######## block 1 ########
### The metal 3 layer, block 1

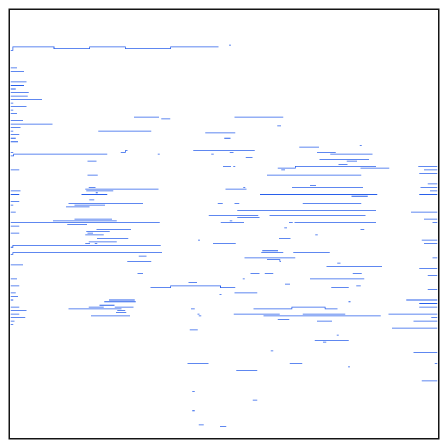

## config.mk

```make
export PLATFORM = sky130hd
export DESIGN_NAME = awg_sweep_controller
export DESIGN_NICKNAME = d
export VERILOG_FILES = /design/src/rtl/awg_sweep_controller.sv
export SDC_FILE = /design/constraint.sdc
export NUM_CORES = 1
export LEC_CHECK = 0
export CAP_MARGIN = 10
export CORE_MARGIN = 1.5
export CORE_UTILIZATION = 40
export CTS_BUF_LIST = sky130_fd_sc_hd__clkbuf_8 sky130_fd_sc_hd__clkbuf_16
export CTS_CLUSTER_DIAMETER = 150
export DETAILED_ROUTE_END_ITERATION = 10
export GPL_TIMING_DRIVEN = 0
export HOLD_SLACK_MARGIN = 0.02
export PLACE_DENSITY = 0.66
export SLEW_MARGIN = 40
export SYNTH_ARGS = -nofsm -noshare
export SYNTH_HDL_FRONTEND = slang
export SYNTH_SLANG_ARGS = --single-unit
```

## constraint.sdc

```tcl
create_clock -name clk -period 4.7 [get_ports clk]
set_input_delay 0.705 -clock clk [delete_from_list [all_inputs] [get_ports clk]]
set_output_delay 0.705 -clock clk [all_outputs]
set_load 0.03 [all_outputs]
```

## src/rtl/awg_sweep_controller.sv

```systemverilog
// Frequency sweep sequencer for the waveform generator. It steps the tone from
// f_start to f_stop, holds each tone for the programmed dwell and repeats for N
// passes. The generator is held in reset whenever the sweep is not dwelling.
module awg_sweep_controller #(
  parameter int FREQ_W  = 16,
  parameter int AMP_W   = 10,
  parameter int DWELL_W = 24,
  parameter int REP_W   = 8
) (
  input  logic               clk,
  input  logic               rst_n,
  input  logic               start,
  input  logic               abort,
  input  logic [1:0]         cfg_type,
  input  logic [FREQ_W-1:0]  cfg_f_start,
  input  logic [FREQ_W-1:0]  cfg_f_stop,
  input  logic [FREQ_W-1:0]  cfg_f_step,
  input  logic [DWELL_W-1:0] cfg_dwell,
  input  logic [AMP_W-1:0]   cfg_amp,
  input  logic [AMP_W-1:0]   cfg_offset,
  input  logic [REP_W-1:0]   cfg_repeat,
  output logic [1:0]         waveform_type,
  output logic [FREQ_W-1:0]  frequency,
  output logic [AMP_W-1:0]   amplitude,
  output logic [AMP_W-1:0]   dc_offset,
  output logic               gen_rst,
  output logic               busy,
  output logic               done,
  output logic               step_strobe
);

  typedef enum logic [1:0] {IDLE, LOAD, DWELL, DONE} state_t;

  state_t state, state_next;

  logic [FREQ_W-1:0]  f_start_q, f_stop_q, f_step_q;
  logic [DWELL_W-1:0] dwell_q, dwell_eff, dwell_cnt;
  logic [REP_W-1:0]   repeat_q, pass_cnt;
  logic [REP_W:0]     pass_next;
  logic [FREQ_W:0]    up_sum, down_diff;
  logic [FREQ_W-1:0]  next_tone;
  logic               sweep_up, dwell_last, tone_advance, pass_again;

  // Sweep arithmetic: next tone is computed one bit wider so the clamp to
  // f_stop also catches overflow above the top and underflow below zero.
  always_comb begin
    dwell_eff    = (dwell_q == '0) ? DWELL_W'(1) : dwell_q;
    dwell_last   = (dwell_cnt == DWELL_W'(1));
    tone_advance = (frequency != f_stop_q) && (f_step_q != '0);
    pass_next    = {1'b0, pass_cnt} + (REP_W+1)'(1);
    pass_again   = (repeat_q == '0) || (pass_next < {1'b0, repeat_q});
    sweep_up     = (f_stop_q >= f_start_q);
    up_sum       = {1'b0, frequency} + {1'b0, f_step_q};
    down_diff    = {1'b0, frequency} - {1'b0, f_step_q};
    next_tone    = f_stop_q;
    if (sweep_up) begin
      if (up_sum < {1'b0, f_stop_q}) next_tone = up_sum[FREQ_W-1:0];
    end else begin
      if (!down_diff[FREQ_W] && (down_diff > {1'b0, f_stop_q}))
        next_tone = down_diff[FREQ_W-1:0];
    end
  end

  // State register.
  always_ff @(posedge clk or negedge rst_n) begin
    if (!rst_n) state <= IDLE;
    else        state <= state_next;
  end

  // Next-state logic; abort overrides every other transition.
  always_comb begin
    state_next = state;
    unique case (state)
      IDLE:    if (start) state_next = LOAD;
      LOAD:    state_next = DWELL;
      DWELL:   if (dwell_last && !tone_advance && !pass_again) state_next = DONE;
      DONE:    state_next = IDLE;
      default: state_next = IDLE;
    endcase
    if (abort) state_next = IDLE;
  end

  // Shadow config, tone/dwell/pass counters and the step strobe.
  always_ff @(posedge clk or negedge rst_n) begin
    if (!rst_n) begin
      f_start_q     <= '0;
      f_stop_q      <= '0;
      f_step_q      <= '0;
      dwell_q       <= '0;
      repeat_q      <= '0;
      dwell_cnt     <= '0;
      pass_cnt      <= '0;
      waveform_type <= '0;
      frequency     <= '0;
      amplitude     <= '0;
      dc_offset     <= '0;
      step_strobe   <= 1'b0;
    end else begin
      step_strobe <= 1'b0;
      unique case (state)
        IDLE: begin
          if (start && !abort) begin
            f_start_q     <= cfg_f_start;
            f_stop_q      <= cfg_f_stop;
            f_step_q      <= cfg_f_step;
            dwell_q       <= cfg_dwell;
            repeat_q      <= cfg_repeat;
            pass_cnt      <= '0;
            waveform_type <= cfg_type;
            frequency     <= cfg_f_start;
            amplitude     <= cfg_amp;
            dc_offset     <= cfg_offset;
          end
        end
        LOAD: dwell_cnt <= dwell_eff;
        DWELL: begin
          if (!abort) begin
            if (dwell_last) begin
              dwell_cnt <= dwell_eff;
              if (tone_advance) begin
                frequency   <= next_tone;
                step_strobe <= 1'b1;
              end else begin
                pass_cnt <= pass_next[REP_W-1:0];
                if (pass_again) begin
                  frequency   <= f_start_q;
                  step_strobe <= 1'b1;
                end
              end
            end else begin
              dwell_cnt <= dwell_cnt - DWELL_W'(1);
            end
          end
        end
        default: ;
      endcase
    end
  end

  assign gen_rst = (state != DWELL);
  assign busy    = (state != IDLE);
  assign done    = (state == DONE);

endmodule

```

######## block 2 ########
==> src/rtl/arm_cpu_pkg.sv <==
`default_nettype none
// ============================================================================
// Module  : arm_cpu_pkg
// Brief   : Shared register-bank constants and the writeback entry type.
// Revision: 1.0 - initial release
// ============================================================================
package arm_cpu_pkg;

    localparam int DATA_WIDTH = 64;
    localparam int ADDR_WIDTH = 5;
    localparam int ZERO_REG   = 31;

    typedef struct packed {
        logic [ADDR_WIDTH-1:0] address;
        logic [DATA_WIDTH-1:0] data;
    } wb_entry_t;

endpackage
`default_nettype wire

==> src/rtl/wb_fifo.sv <==
`default_nettype none
// ============================================================================
// Module  : wb_fifo
// Brief   : Synchronous FIFO of writeback entries; power-of-two depth.
// Revision: 1.0 - initial release
// ============================================================================
module wb_fifo
    import arm_cpu_pkg::*;
#(
    parameter int DEPTH = 4
) (
    input  logic                   clk,
    input  logic                   rst,
    input  logic                   i_push,
    input  logic                   i_pop,
    input  wb_entry_t              i_data,
    output wb_entry_t              o_head,
    output logic [$clog2(DEPTH):0] o_count,
    output logic                   o_full,
    output logic                   o_empty
);

    localparam int                  c_PTR_W     = $clog2(DEPTH);
    localparam logic [c_PTR_W-1:0]  c_PTR_ONE   = c_PTR_W'(1);
    localparam logic [c_PTR_W:0]    c_CNT_ONE   = (c_PTR_W + 1)'(1);
    localparam logic [c_PTR_W:0]    c_CNT_DEPTH = (c_PTR_W + 1)'(DEPTH);

    wb_entry_t            r_mem [DEPTH];
    logic [c_PTR_W-1:0]   r_wr_ptr;
    logic [c_PTR_W-1:0]   r_rd_ptr;
    logic [c_PTR_W:0]     r_count;
    logic                 w_do_push;
    logic                 w_do_pop;

    assign o_full    = (r_count == c_CNT_DEPTH);
    assign o_empty   = (r_count == '0);
    assign o_count   = r_count;
    assign o_head    = r_mem[r_rd_ptr];
    assign w_do_push = i_push && !o_full;
    assign w_do_pop  = i_pop && !o_empty;

    // Storage carries no reset; only the pointers and count define validity.
    always_ff @(posedge clk) begin
        if (w_do_push) begin
            r_mem[r_wr_ptr] <= i_data;
        end
    end

    always_ff @(posedge clk) begin
        if (rst) begin
            r_wr_ptr <= '0;
            r_rd_ptr <= '0;
            r_count  <= '0;
        end else begin
            if (w_do_push) begin
                r_wr_ptr <= r_wr_ptr + c_PTR_ONE;
            end
            if (w_do_pop) begin
                r_rd_ptr <= r_rd_ptr + c_PTR_ONE;
            end
            if (w_do_push && !w_do_pop) begin
                r_count <= r_count + c_CNT_ONE;
            end else if (w_do_pop && !w_do_push) begin
                r_count <= r_count - c_CNT_ONE;
            end
        end
    end

endmodule
`default_nettype wire

==> src/rtl/register_writeback.sv <==
`default_nettype none
// ============================================================================
// Module  : register_writeback
// Brief   : Register-bank writer: load/ALU arbitration, output registers and
//           pending-write scoreboard for decode hazard stalls.
// Revision: 1.0 - initial release
// ============================================================================
module register_writeback
    import arm_cpu_pkg::*;
#(
    parameter int FIFO_DEPTH = 4
) (
    input  logic                  clock,
    input  logic                  reset,
    input  logic                  issue_valid,
    input  logic [ADDR_WIDTH-1:0] issue_address,
    input  logic                  alu_valid,
    output logic                  alu_ready,
    input  logic [ADDR_WIDTH-1:0] alu_address,
    input  logic [DATA_WIDTH-1:0] alu_data,
    input  logic                  mem_valid,
    input  logic [ADDR_WIDTH-1:0] mem_address,
    input  logic [DATA_WIDTH-1:0] mem_data,
    input  logic [ADDR_WIDTH-1:0] query_address_1,
    input  logic [ADDR_WIDTH-1:0] query_address_2,
    output logic                  query_busy_1,
    output logic                  query_busy_2,
    output logic                  write,
    output logic [ADDR_WIDTH-1:0] write_address,
    output logic [DATA_WIDTH-1:0] write_data
);

    localparam int                    c_CNT_W = $clog2(FIFO_DEPTH) + 1;
    localparam int                    c_NREG  = 2 ** ADDR_WIDTH;
    localparam logic [ADDR_WIDTH-1:0] c_ZERO  = ADDR_WIDTH'(ZERO_REG);

    wb_entry_t              w_head;
    wb_entry_t              w_alu_entry;
    wb_entry_t              w_sel;
    logic                   w_sel_valid;
    logic                   w_alu_accept;
    logic                   w_push;
    logic                   w_pop;
    logic [c_CNT_W-1:0]     w_count;
    logic                   w_full;
    logic                   w_empty;
    logic                   w_sel_writes;
    logic [c_NREG-1:0]      w_set;
    logic [c_NREG-1:0]      w_clr;

    logic                   r_write;
    logic [ADDR_WIDTH-1:0]  r_write_address;
    logic [DATA_WIDTH-1:0]  r_write_data;
    logic [c_NREG-1:0]      r_busy;

    // Ready comes from the registered count only, so it never waits on a pop.
    assign alu_ready    = !w_full;
    assign w_alu_accept = alu_valid && alu_ready;
    assign w_alu_entry  = '{address: alu_address, data: alu_data};

    wb_fifo #(
        .DEPTH   (FIFO_DEPTH)
    ) u_fifo (
        .clk     (clock),
        .rst     (reset),
        .i_push  (w_push),
        .i_pop   (w_pop),
        .i_data  (w_alu_entry),
        .o_head  (w_head),
        .o_count (w_count),
        .o_full  (w_full),
        .o_empty (w_empty)
    );

    // Loads win; then the oldest buffered ALU result; then a same-cycle bypass.
    always_comb begin
        w_sel       = '0;
        w_sel_valid = 1'b0;
        w_pop       = 1'b0;
        w_push      = w_alu_accept;
        if (mem_valid) begin
            w_sel       = '{address: mem_address, data: mem_data};
            w_sel_valid = 1'b1;
        end else if (!w_empty) begin
            w_sel       = w_head;
            w_sel_valid = 1'b1;
            w_pop       = 1'b1;
        end else if (w_alu_accept) begin
            w_sel       = w_alu_entry;
            w_sel_valid = 1'b1;
            w_push      = 1'b0;
        end
    end

    assign w_sel_writes = w_sel_valid && (w_sel.address != c_ZERO);

    always_ff @(posedge clock) begin
        if (reset) begin
            r_write         <= 1'b0;
            r_write_address <= '0;
            r_write_data    <= '0;
        end else begin
            r_write <= w_sel_writes;
            if (w_sel_writes) begin
                r_write_address <= w_sel.address;
                r_write_data    <= w_sel.data;
            end
        end
    end

    // Set overrides clear so a re-issue in the clearing cycle stays pending.
    always_comb begin
        w_set = '0;
        w_clr = '0;
        if (issue_valid && (issue_address != c_ZERO)) begin
            w_set[issue_address] = 1'b1;
        end
        if (r_write) begin
            w_clr[r_write_address] = 1'b1;
        end
    end

    always_ff @(posedge clock) begin
        if (reset) begin
            r_busy <= '0;
        end else begin
            r_busy <= (r_busy & ~w_clr) | w_set;
        end
    end

    assign query_busy_1  = r_busy[query_address_1] && (query_address_1 != c_ZERO);
    assign query_busy_2  = r_busy[query_address_2] && (query_address_2 != c_ZERO);
    assign write         = r_write;
    assign write_address = r_write_address;
    assign write_data    = r_write_data;

endmodule
`default_nettype wire

==> config.mk <==
export PLATFORM = sky130hd
export DESIGN_NAME = register_writeback
export DESIGN_NICKNAME = d
export VERILOG_FILES = /design/src/rtl/arm_cpu_pkg.sv /design/src/rtl/wb_fifo.sv /design/src/rtl/register_writeback.sv
export SDC_FILE = /design/constraint.sdc
export NUM_CORES = 1
export LEC_CHECK = 0
export ABC_AREA = 1
export CAP_MARGIN = 20
export CORE_UTILIZATION = 55
export DETAILED_ROUTE_END_ITERATION = 6
export PLACE_DENSITY = 0.77
export SYNTH_ARGS = -nofsm -noshare
export SYNTH_HDL_FRONTEND = slang
export SYNTH_SLANG_ARGS = --single-unit
export TNS_END_PERCENT = 1
==> constraint.sdc <==
create_clock -name clock -period 6.75 [get_ports clock]
set_input_delay 1.35 -clock clock [delete_from_list [all_inputs] [get_ports clock]]
set_output_delay 1.35 -clock clock [all_outputs]
set_load 0.005 [all_outputs]
######## block 3 ########
[src/rtl/banco_registradores_param_if.sv]
// Port bundle for the parametrised register bank: one write port, two
// enabled read ports, and the clear-sweep control.
interface banco_registradores_param_if #(
    parameter int DATA_W = 8,
    parameter int ADDR_W = 3
);
    logic              wrEn;
    logic [ADDR_W-1:0] addWr;
    logic [DATA_W-1:0] dadoWr;
    logic              rdEn1;
    logic [ADDR_W-1:0] addR1;
    logic [DATA_W-1:0] dadoR1;
    logic              rdEn2;
    logic [ADDR_W-1:0] addR2;
    logic [DATA_W-1:0] dadoR2;
    logic              clr;
    logic              busy;

    modport master (
        output wrEn, addWr, dadoWr, rdEn1, addR1, rdEn2, addR2, clr,
        input  dadoR1, dadoR2, busy
    );

    modport slave (
        input  wrEn, addWr, dadoWr, rdEn1, addR1, rdEn2, addR2, clr,
        output dadoR1, dadoR2, busy
    );
endinterface

[src/rtl/banco_registradores_param.sv]
// Parametrised register bank: 2 registered read ports, 1 write port, optional
// write-to-read bypass, IDLE/CLEAR sweep. BANCO_ZERO_REG_EN hardwires entry 0 to 0.
module banco_registradores_param #(
    parameter int DATA_W    = 8,
    parameter int ADDR_W    = 3,
    parameter int INIT_BASE = 'hF0,
    parameter int BYPASS    = 1
) (
    input  logic                        clk,
    input  logic                        rst,
    banco_registradores_param_if.slave  bus
);
    localparam int DEPTH = 1 << ADDR_W;
`ifdef BANCO_ZERO_REG_EN
    localparam bit ZERO_REG = 1'b1;
`else
    localparam bit ZERO_REG = 1'b0;
`endif

    typedef enum logic {IDLE, CLEAR} state_t;

    state_t            state, state_nxt;
    logic [ADDR_W-1:0] cnt, cnt_nxt;
    logic [DATA_W-1:0] mem [DEPTH];

    logic              we;
    logic [ADDR_W-1:0] wa;
    logic [DATA_W-1:0] wd;
    logic [DATA_W-1:0] rd1, rd2;

    function automatic logic [DATA_W-1:0] init_val(input int i);
        if (ZERO_REG && i == 0) return '0;
        return DATA_W'(INIT_BASE + i);
    endfunction

    always_ff @(posedge clk or negedge rst) begin
        if (!rst) begin
            state <= IDLE;
            cnt   <= '0;
        end else begin
            state <= state_nxt;
            cnt   <= cnt_nxt;
        end
    end

    // The sweep borrows the single write port, so user writes are dropped in CLEAR.
    always_comb begin
        state_nxt = state;
        cnt_nxt   = cnt;
        we        = 1'b0;
        wa        = bus.addWr;
        wd        = bus.dadoWr;
        case (state)
            IDLE: begin
                we = bus.wrEn && !(ZERO_REG && bus.addWr == '0);
                if (bus.clr) begin
                    state_nxt = CLEAR;
                    cnt_nxt   = '0;
                end
            end
            CLEAR: begin
                we = 1'b1;
                wa = cnt;
                wd = init_val(int'(cnt));
                if (cnt == ADDR_W'(DEPTH - 1)) begin
                    state_nxt = IDLE;
                    cnt_nxt   = '0;
                end else begin
                    cnt_nxt = cnt + 1'b1;
                end
            end
            default: state_nxt = IDLE;
        endcase
    end

    always_comb begin
        rd1 = mem[bus.addR1];
        rd2 = mem[bus.addR2];
        if (BYPASS != 0 && we && wa == bus.addR1) rd1 = wd;
        if (BYPASS != 0 && we && wa == bus.addR2) rd2 = wd;
        if (ZERO_REG && bus.addR1 == '0) rd1 = '0;
        if (ZERO_REG && bus.addR2 == '0) rd2 = '0;
    end

    always_ff @(posedge clk or negedge rst) begin
        if (!rst) begin
            for (int i = 0; i < DEPTH; i++) mem[i] <= init_val(i);
        end else if (we) begin
            mem[wa] <= wd;
        end
    end

    always_ff @(posedge clk or negedge rst) begin
        if (!rst) begin
            bus.dadoR1 <= '0;
            bus.dadoR2 <= '0;
        end else begin
            if (bus.rdEn1) bus.dadoR1 <= rd1;
            if (bus.rdEn2) bus.dadoR2 <= rd2;
        end
    end

    assign bus.busy = (state == CLEAR);
endmodule
[src/flat_wrapper.sv]
// flat-port wrapper written by rule: the top's interface ports become plain ports
module banco_registradores_param_flat 
#(
    parameter int DATA_W    = 8,
    parameter int ADDR_W    = 3,
    parameter int INIT_BASE = 'hF0,
    parameter int BYPASS    = 1
)
  (clk, rst, bus_wrEn, bus_addWr, bus_dadoWr, bus_rdEn1, bus_addR1, bus_rdEn2, bus_addR2, bus_clr, bus_dadoR1, bus_dadoR2, bus_busy);
  banco_registradores_param_if #(.DATA_W(DATA_W), .ADDR_W(ADDR_W)) bus_i ();
  input  logic clk;
  input  logic rst;
  input wire logic [$bits(bus_i.wrEn)-1:0] bus_wrEn;
  input wire logic [$bits(bus_i.addWr)-1:0] bus_addWr;
  input wire logic [$bits(bus_i.dadoWr)-1:0] bus_dadoWr;
  input wire logic [$bits(bus_i.rdEn1)-1:0] bus_rdEn1;
  input wire logic [$bits(bus_i.addR1)-1:0] bus_addR1;
  input wire logic [$bits(bus_i.rdEn2)-1:0] bus_rdEn2;
  input wire logic [$bits(bus_i.addR2)-1:0] bus_addR2;
  input wire logic [$bits(bus_i.clr)-1:0] bus_clr;
  output wire logic [$bits(bus_i.dadoR1)-1:0] bus_dadoR1;
  output wire logic [$bits(bus_i.dadoR2)-1:0] bus_dadoR2;
  output wire logic [$bits(bus_i.busy)-1:0] bus_busy;
  assign bus_i.wrEn = bus_wrEn;
  assign bus_i.addWr = bus_addWr;
  assign bus_i.dadoWr = bus_dadoWr;
  assign bus_i.rdEn1 = bus_rdEn1;
  assign bus_i.addR1 = bus_addR1;
  assign bus_i.rdEn2 = bus_rdEn2;
  assign bus_i.addR2 = bus_addR2;
  assign bus_i.clr = bus_clr;
  assign bus_dadoR1 = bus_i.dadoR1;
  assign bus_dadoR2 = bus_i.dadoR2;
  assign bus_busy = bus_i.busy;
  banco_registradores_param #(.DATA_W(DATA_W), .ADDR_W(ADDR_W), .INIT_BASE(INIT_BASE), .BYPASS(BYPASS)) u_core (.clk(clk), .rst(rst), .bus(bus_i));
endmodule
[config.mk]
export PLATFORM = sky130hd
export DESIGN_NAME = banco_registradores_param_flat
export DESIGN_NICKNAME = d
export VERILOG_FILES = /design/src/rtl/banco_registradores_param_if.sv /design/src/rtl/banco_registradores_param.sv /design/src/flat_wrapper.sv
export SDC_FILE = /design/constraint.sdc
export NUM_CORES = 1
export LEC_CHECK = 0
export CAP_MARGIN = 40
export CORE_MARGIN = 4
export CORE_UTILIZATION = 30
export DETAILED_ROUTE_END_ITERATION = 6
export PLACE_DENSITY = 0.58
export SYNTH_ARGS = -nofsm -noshare
export SYNTH_HDL_FRONTEND = slang
export SYNTH_SLANG_ARGS = --single-unit
[constraint.sdc]
create_clock -name clk -period 3.1 [get_ports clk]
set_clock_uncertainty 0.05 [all_clocks]
set_input_delay 0.465 -clock clk [delete_from_list [all_inputs] [get_ports clk]]
set_output_delay 0.465 -clock clk [all_outputs]
set_load 0.05 [all_outputs]
######## block 4 ########
==> src/rtl/clk_div_gen.sv <==
// clk_div_gen: multi-channel programmable clock divider with per-channel load handshake.
// Optional macro CLKDIV_DUTY50_EN adds a negedge flop per channel for 50% duty on odd divisors.
`default_nettype none

module clk_div_gen #(
  parameter int CH      = 2,
  parameter int W       = 8,
  parameter int DIV_RST = 2
) (
  input  logic              clk,
  input  logic              rst_n,
  input  logic [CH-1:0]     en_i,
  input  logic [CH*W-1:0]   div_i,
  input  logic [CH-1:0]     load_i,
  output logic [CH-1:0]     load_ack_o,
  output logic [CH-1:0]     clk_o,
  output logic [CH-1:0]     tick_o
);

  typedef enum logic [0:0] {
    ST_IDLE = 1'b0,
    ST_RUN  = 1'b1
  } state_t;

  localparam logic [W-1:0] C_DIV_MIN = W'(2);
  localparam logic [W-1:0] C_DIV_RST = W'(DIV_RST);

  for (genvar c = 0; c < CH; c++) begin : g_ch
    state_t       r_state;
    logic [W-1:0] r_div_q;
    logic [W-1:0] r_cnt;
    logic         r_clk_pos;
    logic         r_tick;
    logic         r_ack;

    logic [W-1:0] w_div_req;
    logic [W-1:0] w_div_cl;
    logic [W-1:0] w_cnt_nxt;
    logic [W-1:0] w_half;
    logic         w_term;

    assign w_div_req = div_i[c*W +: W];
    assign w_div_cl  = (w_div_req < C_DIV_MIN) ? C_DIV_MIN : w_div_req;
    assign w_cnt_nxt = r_cnt + W'(1);
    assign w_half    = r_div_q >> 1;
    assign w_term    = (r_cnt == (r_div_q - W'(1)));

    // Divisor and run state only change at period boundaries, so clk_o never glitches.
    always_ff @(posedge clk or negedge rst_n) begin
      if (!rst_n) begin
        r_state   <= ST_IDLE;
        r_div_q   <= C_DIV_RST;
        r_cnt     <= '0;
        r_clk_pos <= 1'b0;
        r_tick    <= 1'b0;
        r_ack     <= 1'b0;
      end else begin
        r_tick <= 1'b0;
        r_ack  <= 1'b0;
        case (r_state)
          ST_IDLE: begin
            r_cnt     <= '0;
            r_clk_pos <= 1'b0;
            if (load_i[c]) begin
              r_div_q <= w_div_cl;
              r_ack   <= 1'b1;
            end
            if (en_i[c]) begin
              r_state   <= ST_RUN;
              r_clk_pos <= 1'b1;
              r_tick    <= 1'b1;
            end
          end
          default: begin
            if (w_term) begin
              r_cnt <= '0;
              if (load_i[c]) begin
                r_div_q <= w_div_cl;
                r_ack   <= 1'b1;
              end
              if (en_i[c]) begin
                r_clk_pos <= 1'b1;
                r_tick    <= 1'b1;
              end else begin
                r_state   <= ST_IDLE;
                r_clk_pos <= 1'b0;
              end
            end else begin
              r_cnt     <= w_cnt_nxt;
              r_clk_pos <= (w_cnt_nxt < w_half);
            end
          end
        endcase
      end
    end

    assign tick_o[c]     = r_tick;
    assign load_ack_o[c] = r_ack;

`ifdef CLKDIV_DUTY50_EN
    logic r_clk_neg;

    // Half-cycle-delayed copy stretches the high phase by 0.5 cycle for odd divisors.
    always_ff @(negedge clk or negedge rst_n) begin
      if (!rst_n) begin
        r_clk_neg <= 1'b0;
      end else begin
        r_clk_neg <= r_clk_pos;
      end
    end

    assign clk_o[c] = r_clk_pos | (r_div_q[0] & r_clk_neg);
`else
    assign clk_o[c] = r_clk_pos;
`endif
  end

endmodule

`default_nettype wire
==> config.mk <==
export PLATFORM = sky130hd
export DESIGN_NAME = clk_div_gen
export DESIGN_NICKNAME = d
export VERILOG_FILES = /design/src/rtl/clk_div_gen.sv
export SDC_FILE = /design/constraint.sdc
export NUM_CORES = 1
export LEC_CHECK = 0
export ABC_AREA = 1
export CAP_MARGIN = 10
export CELL_PAD_IN_SITES_DETAIL_PLACEMENT = 0
export CELL_PAD_IN_SITES_GLOBAL_PLACEMENT = 2
export CORE_MARGIN = 4
export CORE_UTILIZATION = 36
export CTS_CLUSTER_SIZE = 20
export DETAILED_ROUTE_END_ITERATION = 6
export PLACE_DENSITY = 0.82
export SYNTH_ARGS = -nofsm -noshare
export SYNTH_HDL_FRONTEND = slang
export SYNTH_SLANG_ARGS = --single-unit
==> constraint.sdc <==
create_clock -name clk -period 2.8 [get_ports clk]
set_input_delay 0.84 -clock clk [delete_from_list [all_inputs] [get_ports clk]]
set_output_delay 0.84 -clock clk [all_outputs]
set_load 0.01 [all_outputs]
### Congestion heat map, block 4

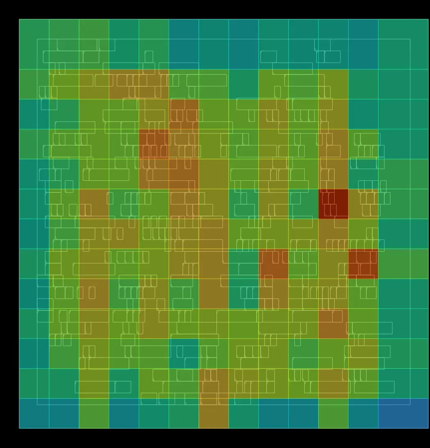
GRT Overall Usage: 13.9%
GRT met3 Usage: 2.55%
met2 Track Usage GR: 24.9%

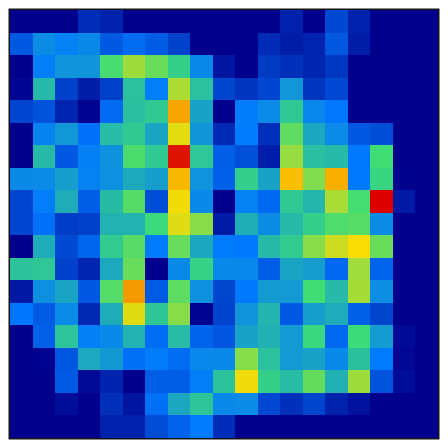
*Routed metal per tile, block 4*
The die is cut into 19 by 19 equal tiles; dark blue is low, red is high, scaled to the fullest tile. Values are wire area over tile area, all layers added.
12% of the tiles are over half the peak. The fullest tile reaches 0.39. 25% of the tiles are nearly empty. The emptiest ninth of the die: top right. The mean over all tiles is 0.095.

==> qor.txt, block 4 <==
FFs w/ async S/R, synth: 100%
Vias post-DR: 2138
Slew Limit Fails: 0
WP data arrival: 2.34 ns
Simple-Gate Area Share: 34.1%
Status: complete, no violations
Crit path depth: 11
Worst Skew: 0.00584 ns
#FFs+latches synth: 40
Largest net degree at the start of global routing: 24
Setup TNS: 0 ns
H-Tree Depth: 2
Mapped cell area: 2680 µm²
Period utilization: 75.5%
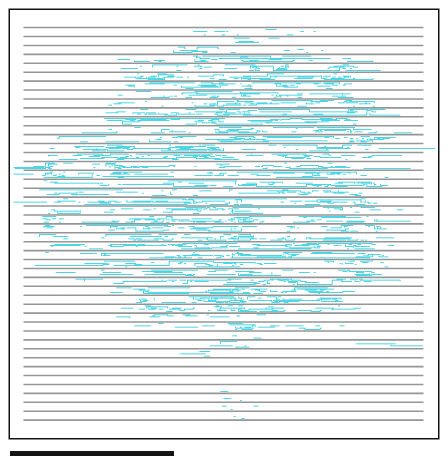
*M1 wires, block 3*
Scale bar: 50 µm. Supply wires on this layer in grey.
The wires run mostly horizontal. The layer carries 4880 µm of wire. The layer holds 41% of the routed length.

==> qor.txt, block 3 <==
Commonest Layout Cell: nand2_1
Buffers and inverters on the worst path: 1
FF+latch area: 2160 µm²
DRC viols: 0
Depth of the most critical reg-to-reg path: 4
Fin area: 5440 µm²
Worst Path Required: 2.58 ns
Maximum root-to-sink buffer count: 2
Crit. End Element: primary output
Antenna violations before repair: 0
Buffers outside the clock class: 58
Die W: 130 µm
Status: complete, no violations
Post-synth area from yosys stat: 4500 µm²
Core Rows: 44
WL/cell: 19.6 µm
Synth cell count leaders: 51 x nand2_1, 44 x dfstp_2, 40 x dfrtp_1
Antenna diodes: 0
Worst setup margin: 0.441 ns
R2R Setup Slk: 0.67 ns
CTS Root Cell: clkbuf_16
Clk ins delay skew pair: 0.34 ns
Logic inverters: 3
Synth Seq Share: 47.9%
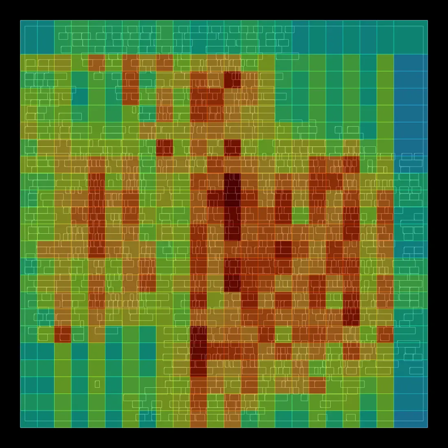
*Congestion heat map, block 1*
M1 GR Usage: 28.6%
Util after Layout: 52.8%
layer with the highest usage: met2

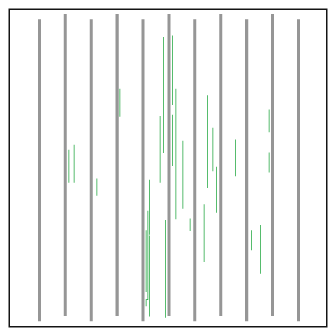
*M4 wires, block 1*
Supply wires on this layer in grey.
The layer carries 732 µm of wire. The wires run mostly vertical. The longest straight run is 68.0 µm.

About 'The metal 3 layer' of block 1:
The layer carries 1770 µm of wire. The layer holds 5.8% of the routed length. The longest straight run is 57.5 µm.

==> qor.txt, block 1 <==
Fa+ha+maj area frac: 11.5%
Clk cell area share: 4.37%
Regs by FF count: dwell_cnt: 24 flops, dwell_q: 24 flops
Signal buf overhead: 15.0%
Uppermost layer routed: met4
Final Setup Violations: 1
#FFs+latches synth: 153
Logic inverters: 80
Hold slack: 0.0674 ns
Crit-path max FO: 5
Met2 Track Usage GR: 37.8%
Die area: 27400 µm²
Synth Net Count: 1292
Clk ins delay skew pair: 0.44 ns
Cell family with most CP delay: AND-OR/OR-AND gates
FP Util: 40.7%
RSZ-0062 raised after global routing: yes
Maximum Capacitance Violations: 0
Slew Limit Fails: 0
DRT Wirelength: 30300 µm
Clock transition at path regs: 0.08 ns
Crit path time final: 4.71 ns
Status: complete, but fails checks
Worst setup margin: -0.00936 ns
Setup Buffers After CTS: 12
Failing checks: negative setup slack
Routed length on met1: 13000 µm
Top FF cell, synth: dfrtp_1
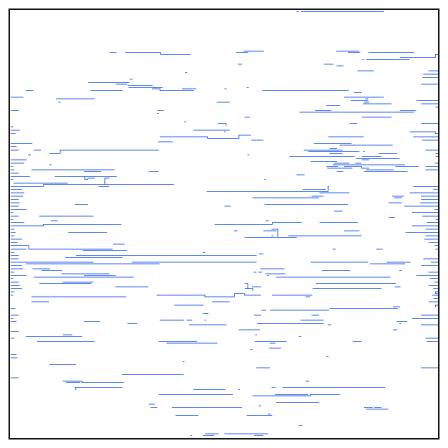
*The metal 3 layer, block 2*
The layer carries 3210 µm of wire. The longest straight run is 74.1 µm.

==> qor.txt, block 2 <==
Cell area leaders: edfxtp_1 50%, dfxtp_1 13%, nand2_1 6.0%, o21ai_0 5.5%, a21oi_1 4.6%
Worst-Margin Slew: 1.12 ns
I/O Buffers: 230
Maximum Capacitance Violations: 0
GRT overflow: 0
Yosys Instances: 1688
Worst hold path depth: 2
Worst Skew: 0.0151 ns
Well-Tap Cells: 390
Clock Sinks: 387
Synth area leader: edfxtp_1
Status: complete, no violations
WHS Endpoint: write_data[11]

==> layout pictures side by side <==
The metal 2 layer.
Cells faint in the background.
Plate I
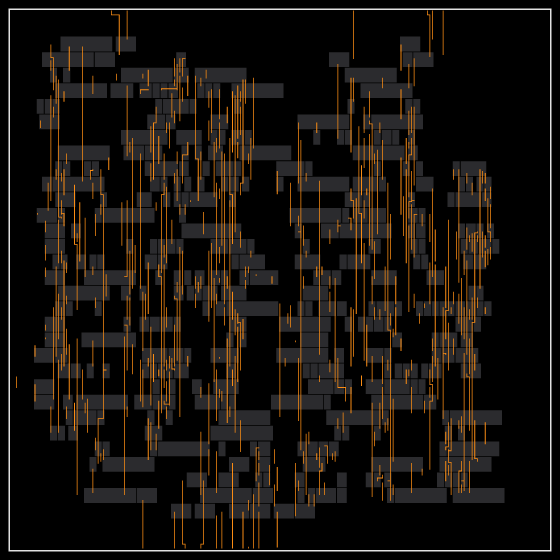
Plate II
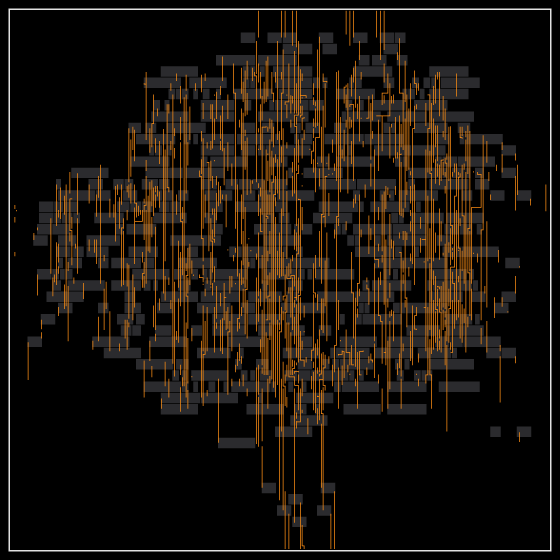
Plate III
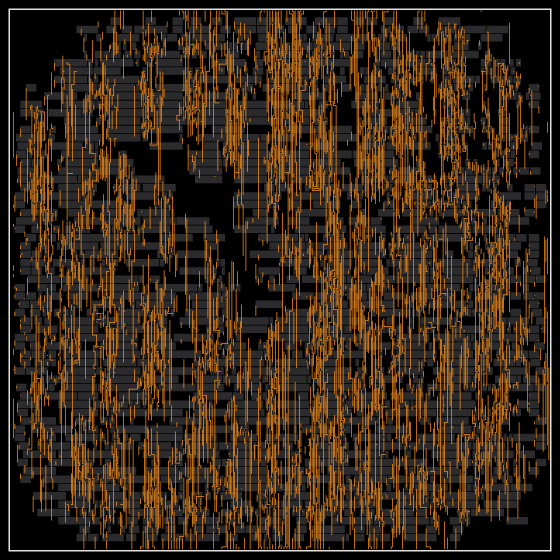
Plate IV
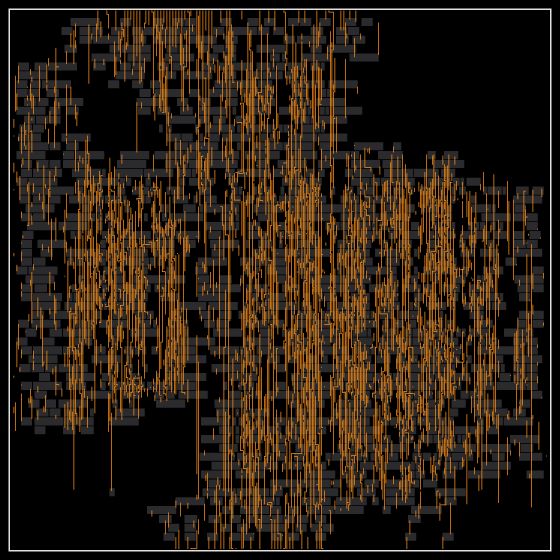
Block 4 is Plate I.
Block 2 is Plate III.
Block 1 is Plate IV.
Block 3 is Plate II.



==> gallery <==
M1 wires.
picture 1
Scale bar: 50 µm. Supply wires on this layer in grey.
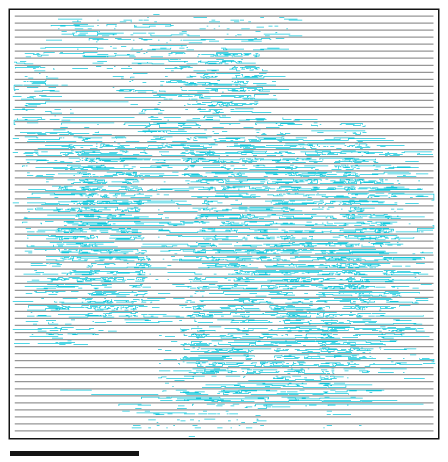
picture 2
Scale bar: 50 µm. Supply wires on this layer in grey.
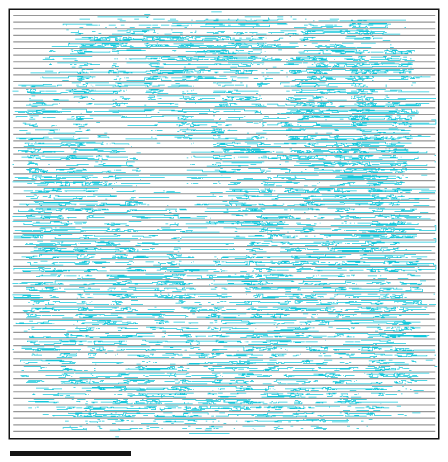
picture 3
Scale bar: 20 µm. Supply wires on this layer in grey.
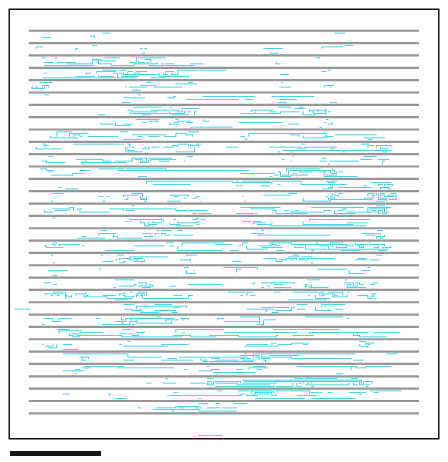
The one with the smallest die is picture 3.
block 1 -> picture 1
block 4 -> picture 3
block 2 -> picture 2

